# ---- lane_byte_scheduler_flat ----
**lane_byte_scheduler_flat: met3 routing**

(6 px per um) Cells faint in the background.
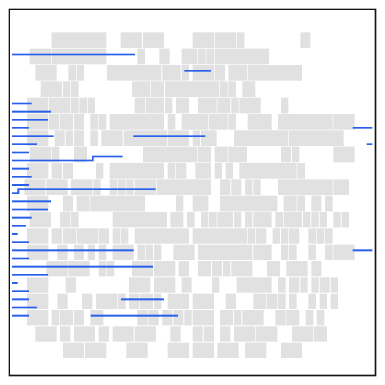

==> config.mk <==
export PLATFORM = sky130hd
export DESIGN_NAME = lane_byte_scheduler_flat
export DESIGN_NICKNAME = d
export VERILOG_FILES = /design/src/rtl/lane_byte_scheduler_pkg.sv /design/src/rtl/lane_byte_scheduler_if.sv /design/src/rtl/lane_byte_scheduler_rr_arbiter4.sv /design/src/rtl/lane_byte_scheduler.sv /design/src/flat_wrapper.sv
export SDC_FILE = /design/constraint.sdc
export NUM_CORES = 1
export LEC_CHECK = 0
export ABC_AREA = 1
export CAP_MARGIN = 10
export CORE_MARGIN = 2
export CORE_UTILIZATION = 46
export DETAILED_ROUTE_END_ITERATION = 7
export PLACE_DENSITY = 0.85
export SLEW_MARGIN = 30
export SYNTH_ARGS = -nofsm -noshare
export SYNTH_HDL_FRONTEND = slang
export SYNTH_SLANG_ARGS = --single-unit
export TNS_END_PERCENT = 5
==> constraint.sdc <==
create_clock -name clk -period 4.2 [get_ports clk]
set_input_delay 1.05 -clock clk [delete_from_list [all_inputs] [get_ports clk]]
set_output_delay 1.05 -clock clk [all_outputs]
set_load 0.01 [all_outputs]
==> src/rtl/lane_byte_scheduler_pkg.sv <==
// Shared constants, state encoding and helpers for the lane byte scheduler.
package lane_byte_scheduler_pkg;

   localparam int unsigned DATA_W  = 8;
   localparam int unsigned LANES   = 4;
   localparam int unsigned BURST_W = 3;

   typedef enum logic {
      ST_IDLE  = 1'b0,
      ST_BURST = 1'b1
   } state_e;

   // A zero burst length still moves one byte.
   function automatic logic [BURST_W-1:0] eff_len(input logic [BURST_W-1:0] len);
      return (len == '0) ? BURST_W'(1) : len;
   endfunction

endpackage

==> src/rtl/lane_byte_scheduler_if.sv <==
// Lane-side and output-side handshake bundle of the lane byte scheduler.
interface lane_byte_scheduler_if;
   import lane_byte_scheduler_pkg::*;

   logic               enable;
   logic [BURST_W-1:0] burst_len;
   logic [DATA_W-1:0]  dataIn0, dataIn1, dataIn2, dataIn3;
   logic               validIn0, validIn1, validIn2, validIn3;
   logic               readyIn0, readyIn1, readyIn2, readyIn3;
   logic [DATA_W-1:0]  dataOut;
   logic               validOut;
   logic               readyOut;
   logic [1:0]         selector;
   logic               busy;
   logic               burst_done;

   modport master (
      output enable, burst_len, dataIn0, dataIn1, dataIn2, dataIn3,
      output validIn0, validIn1, validIn2, validIn3, readyOut,
      input  readyIn0, readyIn1, readyIn2, readyIn3,
      input  dataOut, validOut, selector, busy, burst_done
   );

   modport slave (
      input  enable, burst_len, dataIn0, dataIn1, dataIn2, dataIn3,
      input  validIn0, validIn1, validIn2, validIn3, readyOut,
      output readyIn0, readyIn1, readyIn2, readyIn3,
      output dataOut, validOut, selector, busy, burst_done
   );

endinterface

==> src/rtl/lane_byte_scheduler_rr_arbiter4.sv <==
// Combinational 4-way round-robin arbiter: first requester strictly after ptr wins.
module lane_byte_scheduler_rr_arbiter4 (
   input  logic [3:0] req,
   input  logic [1:0] ptr,
   output logic [1:0] gnt_idx,
   output logic       gnt_any
);

   always_comb begin
      gnt_idx = 2'd0;
      gnt_any = 1'b0;
      // Scan farthest-first so the nearest requester after ptr overwrites the others.
      for (int i = 4; i >= 1; i--) begin
         logic [1:0] cand;
         cand = ptr + 2'(i);
         if (req[cand]) begin
            gnt_idx = cand;
            gnt_any = 1'b1;
         end
      end
   end

endmodule

==> src/rtl/lane_byte_scheduler.sv <==
// Round-robin burst scheduler sharing one registered byte path among four lanes.
module lane_byte_scheduler
   import lane_byte_scheduler_pkg::*;
(
   input  logic                  clk,
   input  logic                  reset,
   lane_byte_scheduler_if.slave  bus
);

   logic [LANES-1:0]  lane_valid;
   logic [DATA_W-1:0] lane_data [LANES];
   logic [LANES-1:0]  ready_vec;

   state_e             state_q, state_d;
   logic [1:0]         sel_q, sel_d;
   logic [1:0]         ptr_q, ptr_d;
   logic [BURST_W-1:0] len_q, len_d;
   logic [BURST_W-1:0] cnt_q, cnt_d;
   logic [DATA_W-1:0]  data_q, data_d;
   logic               valid_q, valid_d;
   logic               done_q, done_d;

   logic [1:0] gnt_idx;
   logic       gnt_any;
   logic       slot_free;
   logic       xfer;

   assign lane_valid = {bus.validIn3, bus.validIn2, bus.validIn1, bus.validIn0};
   assign lane_data[0] = bus.dataIn0;
   assign lane_data[1] = bus.dataIn1;
   assign lane_data[2] = bus.dataIn2;
   assign lane_data[3] = bus.dataIn3;

   lane_byte_scheduler_rr_arbiter4 u_arb (
      .req     (bus.enable ? lane_valid : 4'b0000),
      .ptr     (ptr_q),
      .gnt_idx (gnt_idx),
      .gnt_any (gnt_any)
   );

   assign slot_free = !valid_q || bus.readyOut;

   // Ready depends only on registered state and downstream ready, never on validIn.
   always_comb begin
      ready_vec = '0;
      if (state_q == ST_BURST) ready_vec[sel_q] = slot_free;
   end

   assign xfer = lane_valid[sel_q] && ready_vec[sel_q];

   always_comb begin
      state_d = state_q;
      sel_d   = sel_q;
      ptr_d   = ptr_q;
      len_d   = len_q;
      cnt_d   = cnt_q;
      data_d  = data_q;
      valid_d = valid_q;
      done_d  = 1'b0;
      unique case (state_q)
         ST_IDLE: begin
            if (bus.readyOut) valid_d = 1'b0;
            if (gnt_any) begin
               sel_d   = gnt_idx;
               len_d   = eff_len(bus.burst_len);
               cnt_d   = '0;
               state_d = ST_BURST;
            end
         end
         ST_BURST: begin
            if (xfer) begin
               data_d  = lane_data[sel_q];
               valid_d = 1'b1;
               cnt_d   = cnt_q + BURST_W'(1);
               if (cnt_q + BURST_W'(1) == len_q) begin
                  state_d = ST_IDLE;
                  ptr_d   = sel_q;
                  done_d  = 1'b1;
               end
            end else if (slot_free) begin
               // Granted lane went quiet: drop the slot and end the burst short.
               valid_d = 1'b0;
               state_d = ST_IDLE;
               ptr_d   = sel_q;
               done_d  = 1'b1;
            end
         end
         default: state_d = ST_IDLE;
      endcase
   end

   always_ff @(posedge clk or negedge reset) begin
      if (!reset) begin
         state_q <= ST_IDLE;
         sel_q   <= 2'd0;
         ptr_q   <= 2'd3;
         len_q   <= '0;
         cnt_q   <= '0;
         data_q  <= '0;
         valid_q <= 1'b0;
         done_q  <= 1'b0;
      end else begin
         state_q <= state_d;
         sel_q   <= sel_d;
         ptr_q   <= ptr_d;
         len_q   <= len_d;
         cnt_q   <= cnt_d;
         data_q  <= data_d;
         valid_q <= valid_d;
         done_q  <= done_d;
      end
   end

   assign bus.readyIn0   = ready_vec[0];
   assign bus.readyIn1   = ready_vec[1];
   assign bus.readyIn2   = ready_vec[2];
   assign bus.readyIn3   = ready_vec[3];
   assign bus.dataOut    = data_q;
   assign bus.validOut   = valid_q;
   assign bus.selector   = sel_q;
   assign bus.busy       = (state_q == ST_BURST);
   assign bus.burst_done = done_q;

endmodule
==> src/flat_wrapper.sv <==
// flat-port wrapper written by rule: the top's interface ports become plain ports
module lane_byte_scheduler_flat import lane_byte_scheduler_pkg::*;
  (clk, reset, bus_enable, bus_burst_len, bus_dataIn0, bus_dataIn1, bus_dataIn2, bus_dataIn3, bus_validIn0, bus_validIn1, bus_validIn2, bus_validIn3, bus_readyOut, bus_readyIn0, bus_readyIn1, bus_readyIn2, bus_readyIn3, bus_dataOut, bus_validOut, bus_selector, bus_busy, bus_burst_done);
  lane_byte_scheduler_if bus_i ();
  input  logic clk;
  input  logic reset;
  input wire logic [$bits(bus_i.enable)-1:0] bus_enable;
  input wire logic [$bits(bus_i.burst_len)-1:0] bus_burst_len;
  input wire logic [$bits(bus_i.dataIn0)-1:0] bus_dataIn0;
  input wire logic [$bits(bus_i.dataIn1)-1:0] bus_dataIn1;
  input wire logic [$bits(bus_i.dataIn2)-1:0] bus_dataIn2;
  input wire logic [$bits(bus_i.dataIn3)-1:0] bus_dataIn3;
  input wire logic [$bits(bus_i.validIn0)-1:0] bus_validIn0;
  input wire logic [$bits(bus_i.validIn1)-1:0] bus_validIn1;
  input wire logic [$bits(bus_i.validIn2)-1:0] bus_validIn2;
  input wire logic [$bits(bus_i.validIn3)-1:0] bus_validIn3;
  input wire logic [$bits(bus_i.readyOut)-1:0] bus_readyOut;
  output wire logic [$bits(bus_i.readyIn0)-1:0] bus_readyIn0;
  output wire logic [$bits(bus_i.readyIn1)-1:0] bus_readyIn1;
  output wire logic [$bits(bus_i.readyIn2)-1:0] bus_readyIn2;
  output wire logic [$bits(bus_i.readyIn3)-1:0] bus_readyIn3;
  output wire logic [$bits(bus_i.dataOut)-1:0] bus_dataOut;
  output wire logic [$bits(bus_i.validOut)-1:0] bus_validOut;
  output wire logic [$bits(bus_i.selector)-1:0] bus_selector;
  output wire logic [$bits(bus_i.busy)-1:0] bus_busy;
  output wire logic [$bits(bus_i.burst_done)-1:0] bus_burst_done;
  assign bus_i.enable = bus_enable;
  assign bus_i.burst_len = bus_burst_len;
  assign bus_i.dataIn0 = bus_dataIn0;
  assign bus_i.dataIn1 = bus_dataIn1;
  assign bus_i.dataIn2 = bus_dataIn2;
  assign bus_i.dataIn3 = bus_dataIn3;
  assign bus_i.validIn0 = bus_validIn0;
  assign bus_i.validIn1 = bus_validIn1;
  assign bus_i.validIn2 = bus_validIn2;
  assign bus_i.validIn3 = bus_validIn3;
  assign bus_i.readyOut = bus_readyOut;
  assign bus_readyIn0 = bus_i.readyIn0;
  assign bus_readyIn1 = bus_i.readyIn1;
  assign bus_readyIn2 = bus_i.readyIn2;
  assign bus_readyIn3 = bus_i.readyIn3;
  assign bus_dataOut = bus_i.dataOut;
  assign bus_validOut = bus_i.validOut;
  assign bus_selector = bus_i.selector;
  assign bus_busy = bus_i.busy;
  assign bus_burst_done = bus_i.burst_done;
  lane_byte_scheduler u_core (.clk(clk), .reset(reset), .bus(bus_i));
endmodule
# ---- clock_measurement_mc_flat ----
`src/rtl/clock_measurement_mc_if.sv`:
```
// clock_measurement_mc_if: measurement control, channel inputs and snapshot readback bus
interface clock_measurement_mc_if #(
  parameter int CHANNELS   = 4,
  parameter int CNT_WIDTH  = 24,
  parameter int GEN_WIDTH  = 4,
  parameter int GATE_WIDTH = 24,
  parameter int SEL_WIDTH  = CHANNELS > 1 ? $clog2(CHANNELS) : 1
);
  logic                            en_i;
  logic [GATE_WIDTH-1:0]           gate_len_i;
  logic [CHANNELS-1:0]             ch_pulse_i;
  logic [SEL_WIDTH-1:0]            ch_sel_i;
  logic [GEN_WIDTH+CNT_WIDTH:0]    rd_data_o;
  logic                            done_o;
  logic [CHANNELS-1:0]             stall_o;
  modport master (output en_i, gate_len_i, ch_pulse_i, ch_sel_i, input rd_data_o, done_o, stall_o);
  modport slave (input en_i, gate_len_i, ch_pulse_i, ch_sel_i, output rd_data_o, done_o, stall_o);
endinterface

```
`src/rtl/clock_measurement_mc.sv`:
```
// clock_measurement_mc: multi-channel gated edge counter with per-window snapshots and registered readback.
// Optional zero-edge stall flags are built when CLOCK_MEAS_MC_STALL_EN is defined.
module clock_measurement_mc #(
  parameter int CHANNELS     = 4,
  parameter int CNT_WIDTH    = 24,
  parameter int GEN_WIDTH    = 4,
  parameter int GATE_WIDTH   = 24,
  parameter int SYNC_STAGES  = 2,
  parameter int POSEDGE_ONLY = 0
) (
  input logic clk_i,
  input logic rst_ni,
  clock_measurement_mc_if.slave bus
);
  typedef enum logic {IDLE, RUN} state_t;
  state_t state, state_nxt;
  logic [CHANNELS-1:0] sync [SYNC_STAGES];
  logic [CHANNELS-1:0] prev, edge_hit, ovf, ovf_nxt, snap_ovf, snap_ovf_nxt;
  logic [CNT_WIDTH-1:0] cnt [CHANNELS];
  logic [CNT_WIDTH-1:0] cnt_nxt [CHANNELS];
  logic [CNT_WIDTH-1:0] snap [CHANNELS];
  logic [CNT_WIDTH-1:0] snap_nxt [CHANNELS];
  logic [GATE_WIDTH-1:0] len, timer;
  logic [GEN_WIDTH-1:0] gen, gen_nxt;
  logic [GEN_WIDTH+CNT_WIDTH:0] rd_data;
  logic start, run, win_end, done, sel_ok;
  assign edge_hit = (sync[SYNC_STAGES-1] ^ prev) & ((POSEDGE_ONLY != 0) ? ~prev : '1);
  assign sel_ok = int'(bus.ch_sel_i) < CHANNELS;
  always_comb begin
    state_nxt = bus.en_i ? RUN : IDLE;
    start = bus.en_i && state == IDLE;
    run = bus.en_i && state == RUN;
    win_end = run && timer == len - GATE_WIDTH'(1);
  end
  // snapshot views for the commit edge, so readback shows the new window immediately
  always_comb begin
    for (int i = 0; i < CHANNELS; i++) begin
      cnt_nxt[i] = cnt[i] + CNT_WIDTH'(edge_hit[i] && cnt[i] != '1);
      ovf_nxt[i] = ovf[i] | (edge_hit[i] && cnt[i] == '1);
      snap_nxt[i] = win_end ? cnt_nxt[i] : snap[i];
      snap_ovf_nxt[i] = win_end ? ovf_nxt[i] : snap_ovf[i];
    end
    gen_nxt = gen + GEN_WIDTH'(win_end);
  end
  always_ff @(posedge clk_i or negedge rst_ni) begin
    if (!rst_ni) begin
      state <= IDLE;
      for (int k = 0; k < SYNC_STAGES; k++) sync[k] <= '0;
      prev <= '0;
      len <= '0;
      timer <= '0;
      ovf <= '0;
      snap_ovf <= '0;
      gen <= '0;
      done <= 1'b0;
      rd_data <= '0;
      for (int i = 0; i < CHANNELS; i++) begin
        cnt[i] <= '0;
        snap[i] <= '0;
      end
    end else begin
      state <= state_nxt;
      sync[0] <= bus.ch_pulse_i;
      for (int k = 1; k < SYNC_STAGES; k++) sync[k] <= sync[k-1];
      prev <= sync[SYNC_STAGES-1];
      if (start || win_end) len <= bus.gate_len_i == '0 ? GATE_WIDTH'(1) : bus.gate_len_i;
      timer <= (run && !win_end) ? timer + GATE_WIDTH'(1) : '0;
      ovf <= (run && !win_end) ? ovf_nxt : '0;
      for (int i = 0; i < CHANNELS; i++) begin
        cnt[i] <= (run && !win_end) ? cnt_nxt[i] : '0;
        snap[i] <= snap_nxt[i];
      end
      snap_ovf <= snap_ovf_nxt;
      gen <= gen_nxt;
      done <= win_end;
      rd_data <= sel_ok ? {gen_nxt, snap_ovf_nxt[bus.ch_sel_i], snap_nxt[bus.ch_sel_i]} : '0;
    end
  end
  assign bus.rd_data_o = rd_data;
  assign bus.done_o = done;
`ifdef CLOCK_MEAS_MC_STALL_EN
  logic [CHANNELS-1:0] stall;
  always_ff @(posedge clk_i or negedge rst_ni) begin
    if (!rst_ni) stall <= '0;
    else if (win_end) for (int i = 0; i < CHANNELS; i++) stall[i] <= snap_nxt[i] == '0;
  end
  assign bus.stall_o = stall;
`else
  assign bus.stall_o = '0;
`endif
endmodule

```
`src/flat_wrapper.sv`:
```
// flat-port wrapper written by rule: the top's interface ports become plain ports
module clock_measurement_mc_flat 
#(
  parameter int CHANNELS     = 4,
  parameter int CNT_WIDTH    = 24,
  parameter int GEN_WIDTH    = 4,
  parameter int GATE_WIDTH   = 24,
  parameter int SYNC_STAGES  = 2,
  parameter int POSEDGE_ONLY = 0
)
  (clk_i, rst_ni, bus_en_i, bus_gate_len_i, bus_ch_pulse_i, bus_ch_sel_i, bus_rd_data_o, bus_done_o, bus_stall_o);
  clock_measurement_mc_if #(.CHANNELS(CHANNELS), .CNT_WIDTH(CNT_WIDTH), .GEN_WIDTH(GEN_WIDTH), .GATE_WIDTH(GATE_WIDTH)) bus_i ();
  input logic clk_i;
  input logic rst_ni;
  input wire logic [$bits(bus_i.en_i)-1:0] bus_en_i;
  input wire logic [$bits(bus_i.gate_len_i)-1:0] bus_gate_len_i;
  input wire logic [$bits(bus_i.ch_pulse_i)-1:0] bus_ch_pulse_i;
  input wire logic [$bits(bus_i.ch_sel_i)-1:0] bus_ch_sel_i;
  output wire logic [$bits(bus_i.rd_data_o)-1:0] bus_rd_data_o;
  output wire logic [$bits(bus_i.done_o)-1:0] bus_done_o;
  output wire logic [$bits(bus_i.stall_o)-1:0] bus_stall_o;
  assign bus_i.en_i = bus_en_i;
  assign bus_i.gate_len_i = bus_gate_len_i;
  assign bus_i.ch_pulse_i = bus_ch_pulse_i;
  assign bus_i.ch_sel_i = bus_ch_sel_i;
  assign bus_rd_data_o = bus_i.rd_data_o;
  assign bus_done_o = bus_i.done_o;
  assign bus_stall_o = bus_i.stall_o;
  clock_measurement_mc #(.CHANNELS(CHANNELS), .CNT_WIDTH(CNT_WIDTH), .GEN_WIDTH(GEN_WIDTH), .GATE_WIDTH(GATE_WIDTH), .SYNC_STAGES(SYNC_STAGES), .POSEDGE_ONLY(POSEDGE_ONLY)) u_core (.clk_i(clk_i), .rst_ni(rst_ni), .bus(bus_i));
endmodule
```
`config.mk`:
```
export PLATFORM = sky130hd
export DESIGN_NAME = clock_measurement_mc_flat
export DESIGN_NICKNAME = d
export VERILOG_FILES = /design/src/rtl/clock_measurement_mc_if.sv /design/src/rtl/clock_measurement_mc.sv /design/src/flat_wrapper.sv
export SDC_FILE = /design/constraint.sdc
export NUM_CORES = 1
export LEC_CHECK = 0
export CORE_ASPECT_RATIO = 0.8
export CORE_MARGIN = 2
export CORE_UTILIZATION = 50
export CTS_BUF_LIST = sky130_fd_sc_hd__clkbuf_16
export DETAILED_ROUTE_END_ITERATION = 12
export PLACE_DENSITY_LB_ADDON = 0.25
export SYNTH_ARGS = -nofsm -noshare
export SYNTH_HDL_FRONTEND = slang
export SYNTH_SLANG_ARGS = --single-unit
```
`constraint.sdc`:
```
create_clock -name clk_i -period 8.6 [get_ports clk_i]
set_input_delay 0.86 -clock clk_i [delete_from_list [all_inputs] [get_ports clk_i]]
set_output_delay 0.86 -clock clk_i [all_outputs]
set_load 0.03 [all_outputs]
```
# ---- mem_arb ----
===== config.mk =====
export PLATFORM = sky130hd
export DESIGN_NAME = mem_arb
export DESIGN_NICKNAME = d
export VERILOG_FILES = /design/src/rtl/mem_arb_pkg.sv /design/src/rtl/mem_arb_rr.sv /design/src/rtl/mem_arb.sv
export SDC_FILE = /design/constraint.sdc
export NUM_CORES = 1
export LEC_CHECK = 0
export CAP_MARGIN = 20
export CORE_MARGIN = 10
export CORE_UTILIZATION = 28
export CTS_BUF_LIST = sky130_fd_sc_hd__clkbuf_4
export DETAILED_ROUTE_END_ITERATION = 12
export GPL_ROUTABILITY_DRIVEN = 0
export PLACE_DENSITY = 0.89
export SETUP_SLACK_MARGIN = 0.2
export SLEW_MARGIN = 25
export SYNTH_ARGS = -nofsm -noshare
export SYNTH_HDL_FRONTEND = slang
export SYNTH_SLANG_ARGS = --single-unit

===== constraint.sdc =====
create_clock -name clk -period 5.3 [get_ports clk]
set_clock_uncertainty 0.05 [all_clocks]
set_input_delay 1.59 -clock clk [delete_from_list [all_inputs] [get_ports clk]]
set_output_delay 1.59 -clock clk [all_outputs]
set_load 0.02 [all_outputs]

===== src/rtl/mem_arb_pkg.sv =====
// ============================================================================
//  Module      : mem_arb_pkg
//  Description : Shared defaults and state encoding for the two-port memory
//                arbiter (mem_arb, mem_arb_rr).
//  Revision    : 1.0 - initial release
// ============================================================================
`default_nettype none

package mem_arb_pkg;

    localparam int DWIDTH_DEF   = 32;
    localparam int MEMSIZE_DEF  = 10;
    localparam int MAX_HOLD_DEF = 16;

    typedef enum logic [1:0] {
        ST_IDLE = 2'd0,
        ST_OWN0 = 2'd1,
        ST_OWN1 = 2'd2
    } state_t;

endpackage

`default_nettype wire


===== src/rtl/mem_arb_rr.sv =====
// ============================================================================
//  Module      : mem_arb_rr
//  Description : Ownership arbitration for mem_arb. Computes the next owner,
//                tracks the last owner for round-robin tie breaking and
//                counts consecutive grant cycles to bound ownership.
//                Optional: MEM_ARB_FIXED_PRIO_EN - port 0 always wins ties
//                and is never preempted; only port 1 ownership is bounded.
//  Revision    : 1.0 - initial release
// ============================================================================
`default_nettype none

module mem_arb_rr
    import mem_arb_pkg::*;
#(
    parameter int MAX_HOLD = MAX_HOLD_DEF
) (
    input  logic   clk,
    input  logic   xrst,
    input  logic   req0,
    input  logic   req1,
    input  logic   lock0,
    input  logic   lock1,
    input  state_t state,
    output state_t next_state
);

    localparam int              HW        = (MAX_HOLD > 2) ? $clog2(MAX_HOLD) : 1;
    localparam logic [HW-1:0]   HOLD_LAST = HW'(MAX_HOLD - 1);

    logic [HW-1:0] hold_cnt;
    logic          hold_done;
    logic          gnt_any;
    logic          entering;

    assign hold_done = (hold_cnt == HOLD_LAST);
    assign gnt_any   = ((state == ST_OWN0) && req0) || ((state == ST_OWN1) && req1);
    // Any move into an owner state, including a direct owner-to-owner handover
    assign entering  = (next_state != state) && (next_state != ST_IDLE);

`ifdef MEM_ARB_FIXED_PRIO_EN
    logic unused_lock0;
    assign unused_lock0 = lock0;

    // Next owner: port 0 wins ties and keeps ownership while it requests
    always_comb begin
        next_state = state;
        case (state)
            ST_IDLE: begin
                if (req0)      next_state = ST_OWN0;
                else if (req1) next_state = ST_OWN1;
            end
            ST_OWN0: begin
                if (!req0) next_state = req1 ? ST_OWN1 : ST_IDLE;
            end
            ST_OWN1: begin
                if (!req1 || (hold_done && req0 && !lock1))
                    next_state = req0 ? ST_OWN0 : ST_IDLE;
            end
            default: next_state = ST_IDLE;
        endcase
    end
`else
    // rr_last = 1 means port 1 owned last, so port 0 wins the next tie
    logic rr_last;

    // Next owner: round-robin ties, bounded ownership unless the owner locks
    always_comb begin
        next_state = state;
        case (state)
            ST_IDLE: begin
                if (req0 && req1) next_state = rr_last ? ST_OWN0 : ST_OWN1;
                else if (req0)    next_state = ST_OWN0;
                else if (req1)    next_state = ST_OWN1;
            end
            ST_OWN0: begin
                if (!req0 || (hold_done && req1 && !lock0))
                    next_state = req1 ? ST_OWN1 : ST_IDLE;
            end
            ST_OWN1: begin
                if (!req1 || (hold_done && req0 && !lock1))
                    next_state = req0 ? ST_OWN0 : ST_IDLE;
            end
            default: next_state = ST_IDLE;
        endcase
    end

    // Remember which port owned last, updated on every exit from an owner state
    always_ff @(posedge clk or negedge xrst) begin
        if (!xrst) begin
            rr_last <= 1'b1;
        end else if ((state == ST_OWN0) && (next_state != ST_OWN0)) begin
            rr_last <= 1'b0;
        end else if ((state == ST_OWN1) && (next_state != ST_OWN1)) begin
            rr_last <= 1'b1;
        end
    end
`endif

    // Consecutive grant counter: clears on entry, saturates at MAX_HOLD-1
    always_ff @(posedge clk or negedge xrst) begin
        if (!xrst) begin
            hold_cnt <= '0;
        end else if (entering) begin
            hold_cnt <= '0;
        end else if (gnt_any && !hold_done) begin
            hold_cnt <= hold_cnt + 1'b1;
        end
    end

endmodule

`default_nettype wire


===== src/rtl/mem_arb.sv =====
// ============================================================================
//  Module      : mem_arb
//  Description : Two-port arbiter sharing one single-port memory (1-cycle
//                read latency). Port 0 is the AXI slave side, port 1 the
//                compute core. Grants one owner per cycle, muxes the memory
//                interface and returns read data to the issuing port.
//                Optional: MEM_ARB_FIXED_PRIO_EN (see mem_arb_rr).
//  Revision    : 1.0 - initial release
// ============================================================================
`default_nettype none

module mem_arb
    import mem_arb_pkg::*;
#(
    parameter int DWIDTH   = DWIDTH_DEF,
    parameter int MEMSIZE  = MEMSIZE_DEF,
    parameter int MAX_HOLD = MAX_HOLD_DEF
) (
    input  logic               clk,
    input  logic               xrst,
    input  logic               req0,
    input  logic               lock0,
    input  logic               we0,
    input  logic [MEMSIZE-1:0] addr0,
    input  logic [DWIDTH-1:0]  wdata0,
    output logic               gnt0,
    output logic               rvalid0,
    output logic [DWIDTH-1:0]  rdata0,
    input  logic               req1,
    input  logic               lock1,
    input  logic               we1,
    input  logic [MEMSIZE-1:0] addr1,
    input  logic [DWIDTH-1:0]  wdata1,
    output logic               gnt1,
    output logic               rvalid1,
    output logic [DWIDTH-1:0]  rdata1,
    output logic               mem_we,
    output logic [MEMSIZE-1:0] mem_addr,
    output logic [DWIDTH-1:0]  mem_wdata,
    input  logic [DWIDTH-1:0]  mem_rdata
);

    state_t state;
    state_t next_state;

    mem_arb_rr #(
        .MAX_HOLD (MAX_HOLD)
    ) u_rr (
        .clk        (clk),
        .xrst       (xrst),
        .req0       (req0),
        .req1       (req1),
        .lock0      (lock0),
        .lock1      (lock1),
        .state      (state),
        .next_state (next_state)
    );

    // Owner state register
    always_ff @(posedge clk or negedge xrst) begin
        if (!xrst) begin
            state <= ST_IDLE;
        end else begin
            state <= next_state;
        end
    end

    assign gnt0 = (state == ST_OWN0) && req0;
    assign gnt1 = (state == ST_OWN1) && req1;

    // Route the owner's request onto the memory; idle drives all zeros
    always_comb begin
        mem_we    = 1'b0;
        mem_addr  = '0;
        mem_wdata = '0;
        case (state)
            ST_OWN0: begin
                mem_we    = gnt0 && we0;
                mem_addr  = addr0;
                mem_wdata = wdata0;
            end
            ST_OWN1: begin
                mem_we    = gnt1 && we1;
                mem_addr  = addr1;
                mem_wdata = wdata1;
            end
            default: ;
        endcase
    end

    // Read-valid follows the port that issued the read, even across a handover
    always_ff @(posedge clk or negedge xrst) begin
        if (!xrst) begin
            rvalid0 <= 1'b0;
            rvalid1 <= 1'b0;
        end else begin
            rvalid0 <= gnt0 && !we0;
            rvalid1 <= gnt1 && !we1;
        end
    end

    // Memory data is shared; each port qualifies it with its own rvalid
    assign rdata0 = mem_rdata;
    assign rdata1 = mem_rdata;

endmodule

`default_nettype wire


# ---- uart_rx_frame ----
## config.mk

```make
export PLATFORM = sky130hd
export DESIGN_NAME = uart_rx_frame
export DESIGN_NICKNAME = d
export VERILOG_FILES = /design/src/rtl/uart_rx_frame.sv
export SDC_FILE = /design/constraint.sdc
export NUM_CORES = 1
export LEC_CHECK = 0
export CORE_MARGIN = 3
export CORE_UTILIZATION = 45
export DETAILED_ROUTE_END_ITERATION = 10
export PLACE_DENSITY_LB_ADDON = 0.05
export SYNTH_ARGS = -nofsm -noshare
export SYNTH_HDL_FRONTEND = slang
export SYNTH_SLANG_ARGS = --single-unit
export TNS_END_PERCENT = 50
```

## constraint.sdc

```tcl
create_clock -name clk -period 5.5 [get_ports clk]
set_input_delay 0.825 -clock clk [delete_from_list [all_inputs] [get_ports clk]]
set_output_delay 0.825 -clock clk [all_outputs]
set_load 0.01 [all_outputs]
```

## src/rtl/uart_rx_frame.sv

```systemverilog
// uart_rx_frame
//   Receives 12-bit UART frames, LSB first on the line:
//     start(0), data[7:0], parity, stop(1), stop(1).
//   The rx pin is double-flopped. Every bit is sampled at mid-bit.
//   Each received byte is presented with a one-cycle data_valid strobe.
//   The parity_err and frame_err flags are qualified by data_valid.
//
// Parameters
//   CLKS_PER_BIT  clk cycles per bit period (>= 4)
//   PARITY_ODD    0 = even parity expected, 1 = odd parity expected
//
// Ports
//   clk         in   clock, all logic on posedge
//   preset      in   synchronous reset, active-high
//   rx          in   asynchronous serial line, idles high
//   data        out  received byte, held until the next strobe
//   data_valid  out  one-cycle strobe; data and flags were updated
//   parity_err  out  parity mismatch on the last frame
//   frame_err   out  a stop bit was sampled 0 on the last frame
//   busy        out  high whenever the FSM is not in IDLE
module uart_rx_frame #(
  parameter int CLKS_PER_BIT = 5208,
  parameter bit PARITY_ODD   = 1'b0
) (
  input  logic       clk,
  input  logic       preset,
  input  logic       rx,
  output logic [7:0] data,
  output logic       data_valid,
  output logic       parity_err,
  output logic       frame_err,
  output logic       busy
);

  localparam int CW = $clog2(CLKS_PER_BIT);
  localparam logic [CW-1:0] LAST = CW'(CLKS_PER_BIT - 1);
  localparam logic [CW-1:0] HALF = CW'(CLKS_PER_BIT / 2 - 1);

  typedef enum logic [2:0] {
    ST_IDLE, ST_START, ST_DATA, ST_PARITY, ST_STOP1, ST_STOP2, ST_DONE
  } state_t;

  state_t          r_state;
  logic [CW-1:0]   r_cnt;
  logic [2:0]      r_idx;
  logic [7:0]      r_shift;
  logic            r_par;
  logic            r_stop1;
  logic            r_stop2;
  logic            r_rx_s1;
  logic            r_rx_s;
  logic [7:0]      r_data;
  logic            r_dv;
  logic            r_perr;
  logic            r_ferr;
  logic            r_busy;

  assign data       = r_data;
  assign data_valid = r_dv;
  assign parity_err = r_perr;
  assign frame_err  = r_ferr;
  assign busy       = r_busy;

  always_ff @(posedge clk) begin
    if (preset) begin
      r_state <= ST_IDLE;
      r_cnt   <= '0;
      r_idx   <= '0;
      r_shift <= '0;
      r_par   <= 1'b0;
      r_stop1 <= 1'b1;
      r_stop2 <= 1'b1;
      r_rx_s1 <= 1'b1;
      r_rx_s  <= 1'b1;
      r_data  <= 8'h00;
      r_dv    <= 1'b0;
      r_perr  <= 1'b0;
      r_ferr  <= 1'b0;
      r_busy  <= 1'b0;
    end else begin
      r_rx_s1 <= rx;
      r_rx_s  <= r_rx_s1;
      r_dv    <= 1'b0;
      case (r_state)
        ST_IDLE: begin
          r_cnt <= '0;
          if (!r_rx_s) begin
            r_state <= ST_START;
            r_busy  <= 1'b1;
          end
        end
        // The counter restarts at the middle of the start bit.
        // Every later sample point at LAST therefore lands mid-bit.
        ST_START: begin
          if (r_cnt == HALF) begin
            r_cnt <= '0;
            if (!r_rx_s) begin
              r_state <= ST_DATA;
              r_idx   <= '0;
            end else begin
              r_state <= ST_IDLE;  // glitch, not a real start bit
              r_busy  <= 1'b0;
            end
          end else begin
            r_cnt <= r_cnt + 1'b1;
          end
        end
        ST_DATA: begin
          if (r_cnt == LAST) begin
            r_cnt   <= '0;
            r_shift <= {r_rx_s, r_shift[7:1]};
            r_idx   <= r_idx + 3'd1;
            if (r_idx == 3'd7) r_state <= ST_PARITY;
          end else begin
            r_cnt <= r_cnt + 1'b1;
          end
        end
        ST_PARITY: begin
          if (r_cnt == LAST) begin
            r_cnt   <= '0;
            r_par   <= r_rx_s;
            r_state <= ST_STOP1;
          end else begin
            r_cnt <= r_cnt + 1'b1;
          end
        end
        ST_STOP1: begin
          if (r_cnt == LAST) begin
            r_cnt   <= '0;
            r_stop1 <= r_rx_s;
            r_state <= ST_STOP2;
          end else begin
            r_cnt <= r_cnt + 1'b1;
          end
        end
        ST_STOP2: begin
          if (r_cnt == LAST) begin
            r_cnt   <= '0;
            r_stop2 <= r_rx_s;
            r_state <= ST_DONE;
          end else begin
            r_cnt <= r_cnt + 1'b1;
          end
        end
        // Returning to IDLE here accepts the next start edge about half a
        // stop bit early. Frames sent back to back therefore decode.
        ST_DONE: begin
          r_cnt   <= '0;
          r_data  <= r_shift;
          r_perr  <= ((^r_shift) ^ r_par) != PARITY_ODD;
          r_ferr  <= ~r_stop1 | ~r_stop2;
          r_dv    <= 1'b1;
          r_state <= ST_IDLE;
          r_busy  <= 1'b0;
        end
        default: begin
          r_state <= ST_IDLE;
          r_cnt   <= '0;
          r_busy  <= 1'b0;
        end
      endcase
    end
  end

endmodule

```

**lane_byte_scheduler_flat: M1 wires**

(10 px per um) Supply wires on this layer in gray. Cells faint in the background.
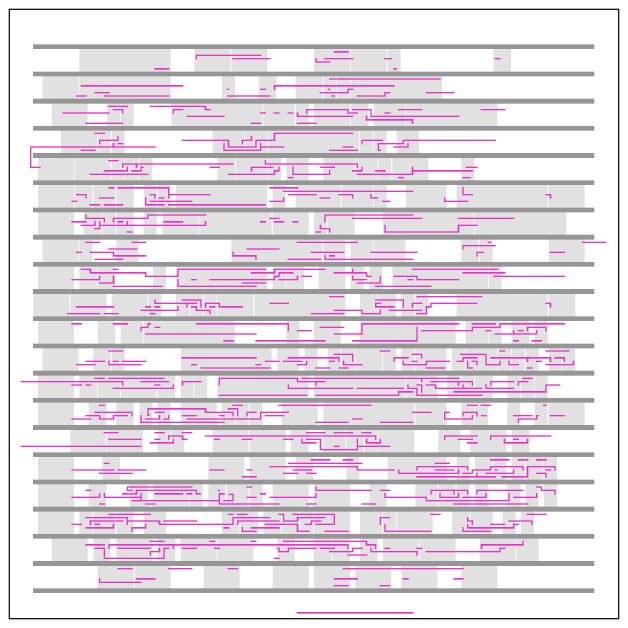
253 nets have wire on it. The longest straight run is 23.9 um. The wires run mostly horizontal.

**lane_byte_scheduler_flat: sequential cells grouped by signal name**

(8 px per um)
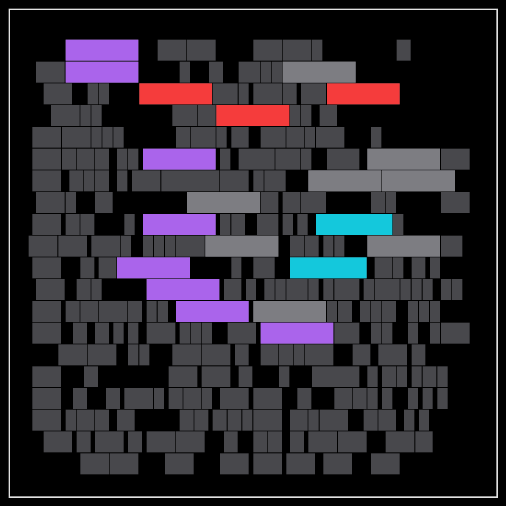
Key: purple = u_core.bus.dataOut [sequential cells 8]; red = u_core.len_q [sequential cells 3]; cyan = u_core.ptr_q [sequential cells 2]
Sequential Power: 373 uW
Reg area: 528 um^2

About 'met3 routing' of lane_byte_scheduler_flat:
The wires run mostly horizontal. The layer holds 6.8% of the routed length.
vias: 1,475
Final Routed Wirelength: 3380 um
M3 GR Usage: 4.90%

==> deck_impl_summary.md, lane_byte_scheduler_flat <==
Synthesis and Place & Route Summary

Pwr
  • Pwr/cell area: ~630 nW/um^2
  • Sw Share: a little under half
  • Combinational power: roughly 860 uW

STA
  • Final Hold Viols: 0
  • Unrepaired setup endpoints after global routing: no
  • TNS Setup: 0 ns
  • Fmax: 276 MHz

Floorplan
  • TAP cells: 44
  • Core area: a little over 3000 um^2

Drt
  • Vias/cell: a little under 5

Place
  • Post-Place Cells: ~300

Final layout
  • Non-clock inverters: 16
  • Area Growth Syn to Fin: 41.3%
  • Max reg flops: 8

Clock tree
  • CTS tree: done

Worst setup path
  • Crit path DRT: between 3 and 4 ns
  • Reg2reg start: u_core.bus.selector[0]

Status
  • Outcome: complete, no violations

Synthesis
  • Top area cell types: dfrtp_1 (32%), nand2_1 (18%), nand3_1 (12%)
  • Ys async rst share: 100%
[lane_byte_scheduler_flat: logic make-up (layout without fill, tap and decap cells)]
| family | count (synthesis) | in the layout | share of synthesized area, % |
|---|---|---|---|
| compound gates | 11 | 11 | 5.48 |
| flops | 21 | 21 | 35.6 |
| fa+ha+maj | 1 | 1 | 0.843 |
| buf+inv | 27 | 82 | 9.44 |
| xor+xnor | 5 | 5 | 2.95 |
| simple gates | 140 | 140 | 45.7 |
[lane_byte_scheduler_flat: stage by stage]
| stage | worst slack, ns | total power [mW] | instance area, um^2 |
|---|---|---|---|
| after floorplan | 1.46 | 0.980 | 1480 |
| after CTS | 0.591 | 1.34 | 2100 |
| final | 0.579 | 1.32 | 2100 |
| after detailed placement | 0.593 | 1.24 | 2080 |
| after global routing | 0.503 | 1.45 | 2100 |
| after global placement | 0.618 | 1.23 | 2080 |
[lane_byte_scheduler_flat: critical path, delay by kind of cell]
kind,cells,cell delay [ns]
buf+inv,3,1.15
simple gates,3,0.37
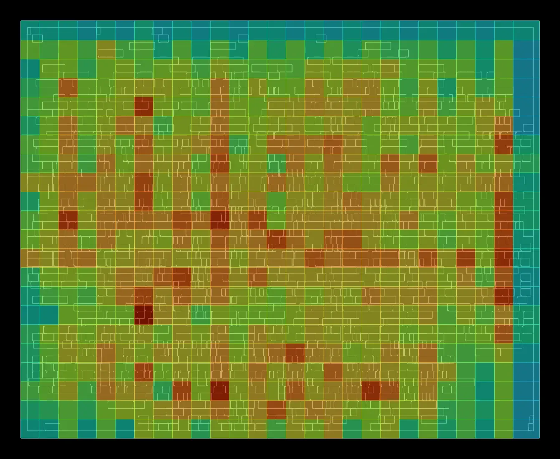
**Above:** clock_measurement_mc_flat (track usage over the die).
met1 Use GR: 33.7%
Avg WL per Cell: 18.1 um

**clock_measurement_mc_flat: signal wires on met4**

(2 px per um) Supply wires on this layer in gray.
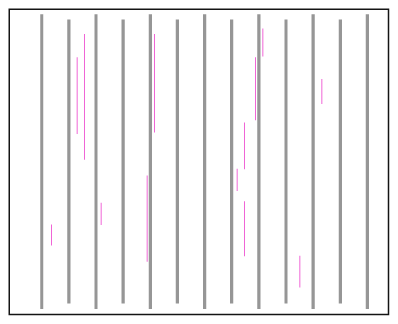
The layer holds 1.2% of the routed length. The wires run mostly vertical. The longest straight run is 62.6 um.
vias: 8,491
Final Routed Wirelength: 28,500 um

==> deck_impl_summary.md, clock_measurement_mc_flat <==
Synthesis and Place & Route Summary

Pwr
  • Leak pwr: between 7 and 8 nW
  • Max VDD drop: around 0.00015 V
  • Pwr/cell area: around 180 nW/um^2

Final layout
  • Comb gates: roughly 770
  • Seq area share: roughly 47%
  • Most frequent cells in the layout: dfrtp_1 (291), nor2b_1 (93), nor2_1 (88), mux2_2 (80), xnor2_1 (73)

Worst setup path
  • R2R Path End: u_core.bus.rd_data_o[10]
  • Crit path DRT: 9.01 ns
  • Worst Setup EP: u_core.bus.rd_data_o[10]

Synthesis
  • Sequential area share after synthesis: 53.2%
  • Top area cell types: dfrtp_1 (53%), mux2_2 (6.6%), xnor2_1 (4.7%)
  • Ys Warns: 0
  • Commonest cells in the netlist: dfrtp_1 (291), nor2b_1 (93), nor2_1 (88)

STA
  • Max Transition Viols Final: 0
  • Fmax: 203 MHz
  • Final setup vio count: 0

Status
  • Outcome: complete, no violations

Place
  • Dpl ws: 3.67 ns

Global route
  • Total track usage: roughly a fifth
clock_measurement_mc_flat: power breakdown:
group	internal [mW]	switching, mW
registers	1.39	0.0307
logic	0.0692	0.102
clock network	0.708	0.530
clock_measurement_mc_flat: cells by family after synthesis:
kind of cell	Yosys count	synth area share [%]
AND/OR/NAND/NOR	414	16.6
flip-flops	291	53.2
XOR/XNOR	146	9.41
multiplexers	137	14.1
buffers and inverters	69	2.58
AND-OR/OR-AND	61	2.95
adder cells (fa/ha/maj)	12	1.10
other	1	0.0274
clock_measurement_mc_flat: worst max-delay path, stage by stage (launching register included):
cell and delay (ns):
dfrtp_1 0.50, nor4_4 0.59, nand4_2 0.28, or3_1 0.41
a32oi_1 0.21, o21a_1 0.18, or3_1 0.35, or2_4 0.51
buf_4 0.78, mux2_2 0.43, mux4_2 0.45
clock_measurement_mc_flat: routing by layer:
layer  GRT usage [%]  up-vias  share of wire [%]
met5               0        -                  0
met4            3.13        0                1.2
met3            3.03       31                3.9
met2            29.5      141                 41
met1            33.7     4301                 53
li1                -     4018                  -
**uart_rx_frame: wiring by layer**

(6 px per um) Only two layers are drawn.
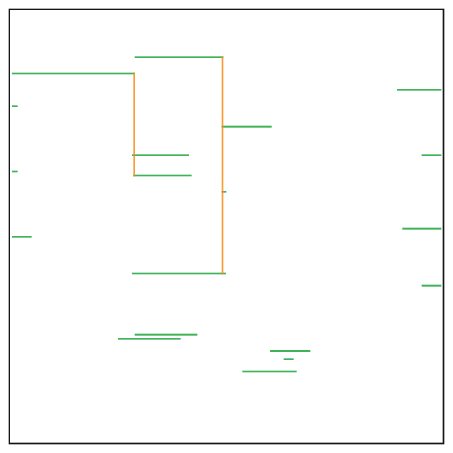
Key: orange = met4 [wire length 53.0 um]; green = met3 [wire length 137 um]

==> deck_impl_summary.md, uart_rx_frame <==
Synthesis and Place & Route Summary

Status
  • Outcome: complete, no violations

Global route
  • First-pass GRT wire length: 6310 um
  • Largest net degree at the start of global routing: 34

Pwr
  • Psw: ~210 uW
  • Logic pwr share: roughly 18%
  • Leak pwr: slightly above 0.8 nW
  • Part of the power in registers: about 50%

STA
  • Final setup vio count: 0
  • Final period utilization: 36.7%
  • Unrepaired setup endpoints after global routing: no

Place
  • Post-DP HPWL: 2480 um
  • Post-place instance area: between 2000 and 2500 um^2
  • Post-Place Cells: around 280

Final layout
  • N_diodes: 0

Clock tree
  • Sink Count: approximately 44

Drt
  • Top Metal Used: met4
  • Avg WL per Cell: roughly 13 um
  • First drt pass iteration count: 5

Worst setup path
  • Slowest CP cell: clkdlybuf4s50_1
  • Worst Setup EP: r_cnt[7]
  • Critical path class: in -> reg

Floorplan
  • # IOs: 15
  • Rows: 23

Synthesis
  • Commonest cells in the netlist: dfxtp_1 (44), nand2_1 (41), nor2_1 (31)
  • Top area cell types: dfxtp_1 (45%), nand2_1 (7.8%), nor2_1 (5.9%)
  • EDFF count, synth: 0
  • Max-area cell share: between 40 and 50%
uart_rx_frame: final cells by class:
class | count | area, um^2 | share of cell area, %
multi-input cells | 167 | 1020 | 45.5
flip-flops and latches | 44 | 881 | 39.4
repair buffers | 16 | 153 | 6.83
well taps | 50 | 62.6 | 2.80
inverters | 4 | 15.0 | 0.672
clock buffers | 6 | 72.6 | 3.25
clock inverters | 2 | 35.0 | 1.57
uart_rx_frame: kinds of logic (layout without fill, tap and decap cells):
kind of cell,count (synthesis),in the layout,synth area share (%)
fa+ha+maj,5,5,3.18
mux,6,6,3.12
buf+inv,16,28,3.56
compound gates,32,32,10.8
simple gates,105,105,25.4
xor+xnor,19,19,9.15
flops,44,44,44.8
uart_rx_frame: worst register-to-register path, delay by kind of cell, from the launching register on:
family	cells	cell delay, ns
AND/OR/NAND/NOR	3	0.91
flip-flops	1	0.51
AND-OR/OR-AND	2	0.49
uart_rx_frame: flip-flops by register name (all words and copies together) (netlist names):
register    flops
r_shift         8
r_cnt          13
r_state         3
data_valid      1
busy            1
r_par           1
r_rx_s1         1
r_idx           3
frame_err       1
data            8
r_rx_s          1
r_stop2         1
r_stop1         1
parity_err      1
**mem_arb: signal wires on met4**

(4 px per um) Supply wires on this layer in gray.
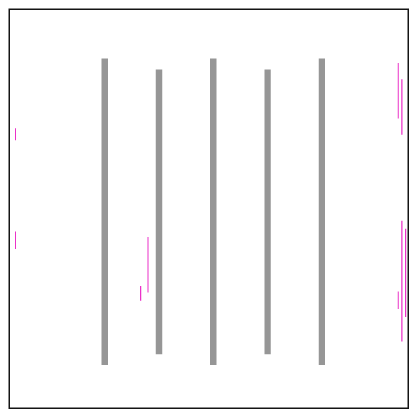
The layer carries 107 um of wire. The layer holds 1.5% of the routed length. 9 nets have wire on it. The longest straight run is 29.9 um. The wires run mostly vertical.

==> deck_impl_summary.md, mem_arb <==
Synthesis and Place & Route Summary

Status
  • Outcome: complete, no violations

Synthesis
  • Synth cell types: 37
  • Top area cell types: buf_4 (27%), a22oi_1 (19%), nor2b_1 (15%)

Drt
  • Vias: around 1,900
  • Initial DRC count: between 40 and 50

Floorplan
  • # IOs: 235
  • Die X: approximately 100 um
  • Rows: 28

Final layout
  • Design Area, Final: between 2000 and 3000 um^2
  • Buffering overhead: 51.0%
  • Area Growth Syn to Fin: 56.1%
  • # clk buffers: 3

Worst setup path
  • Slowest CP cell: clkdlybuf4s50_1
  • Critical Path Max Stage Delay: around 0.63 ns

Global route
  • Total track usage: around an eighth

Clock tree
  • Clk buf depth: 2

Hold path
  • Hold Crit Class: reg -> reg

Pwr
  • Logic pwr share: 85.7%

Place
  • Post-DP HPWL: about 5700 um
==> mem_arb: flip-flops by register name, summed over array words and instances (netlist names) <==
signal	cells
u_rr.rr_last	1
rvalid1	1
rvalid0	1
state	2
u_rr.hold_cnt	4
==> mem_arb: per-layer routing <==
layer  global-route usage (%)  up-vias
li1                         -      894
met1                     12.6      865
met2                     23.6       88
met3                     4.50       21
met4                     2.76        0
met5                        0        -
==> mem_arb: how the worst max path moves through the flow <==
stage / slack (ns) / start / cells after the start / end
floorplan: 1.47 / req0 / 4 / mem_we
detailed placement: 0.37 / req0 / 6 / mem_we
global placement: 0.43 / req0 / 6 / mem_we
global route: 0.29 / req0 / 6 / mem_we
finish: 0.37 / req0 / 6 / mem_we
CTS: 0.37 / req0 / 6 / mem_we
==> mem_arb: worst register-to-register path: stages (launching register included) <==
cell and delay, ns:
dfrtp_1 0.46, inv_1 0.14, ha_1 0.15, buf_4 0.42, nand2_2 0.18, inv_2 0.09
o21ai_1 0.09, o221a_2 0.31, o22ai_2 0.27, a21oi_1 0.12


==> layout pictures side by side <==
M1 wires.
Plate I
(3 px per um) Supply wires on this layer in gray. Cells faint in the background.
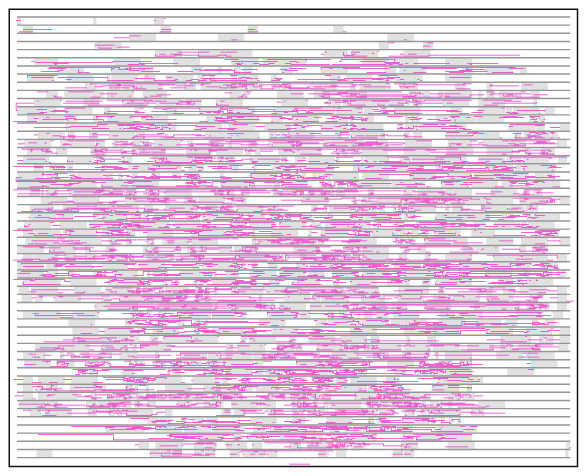
Plate II
(8 px per um) Supply wires on this layer in gray. Cells faint in the background.
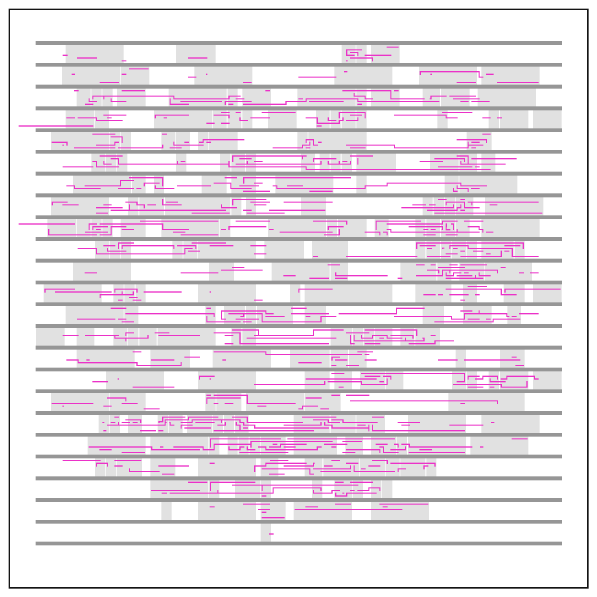
Plate III
(6 px per um) Supply wires on this layer in gray. Cells faint in the background.
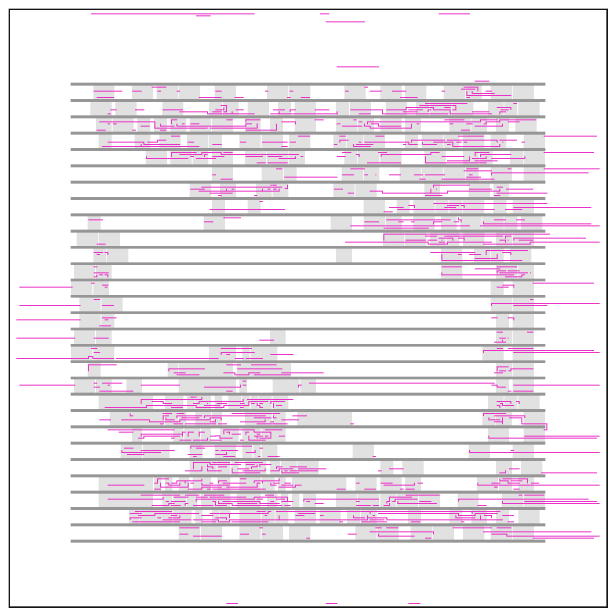
For mem_arb, see Plate III.
For uart_rx_frame, see Plate II.
For clock_measurement_mc_flat, see Plate I.
Of these, smallest die: Plate II
Of these, largest die: Plate I

Key to Plate III:
The layer holds 35% of the routed length. The wires run mostly horizontal. 362 nets have wire on it. The longest straight run is 37.3 um.


## Gallery

Wiring by layer.
(a)
(2 px per um) Only two layers are drawn.
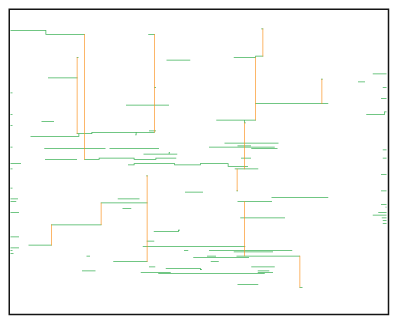
(b)
(8 px per um) Only two layers are drawn.
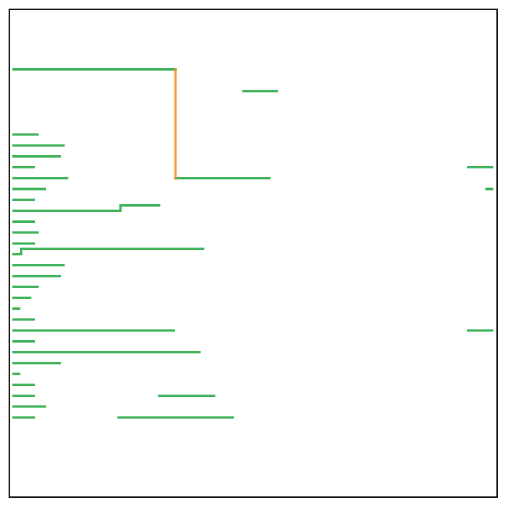
(c)
(4 px per um) Only two layers are drawn.
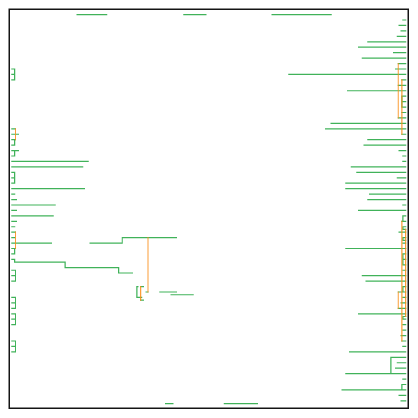
mem_arb: (c)
clock_measurement_mc_flat: (a)
lane_byte_scheduler_flat: (b)
- largest die: (a)
- most wire: (a)

Key to (c):
Key: orange = met4 [wire length 107 um]; green = met3 [wire length 635 um]

Power is estimated from default activity; no workload was simulated.
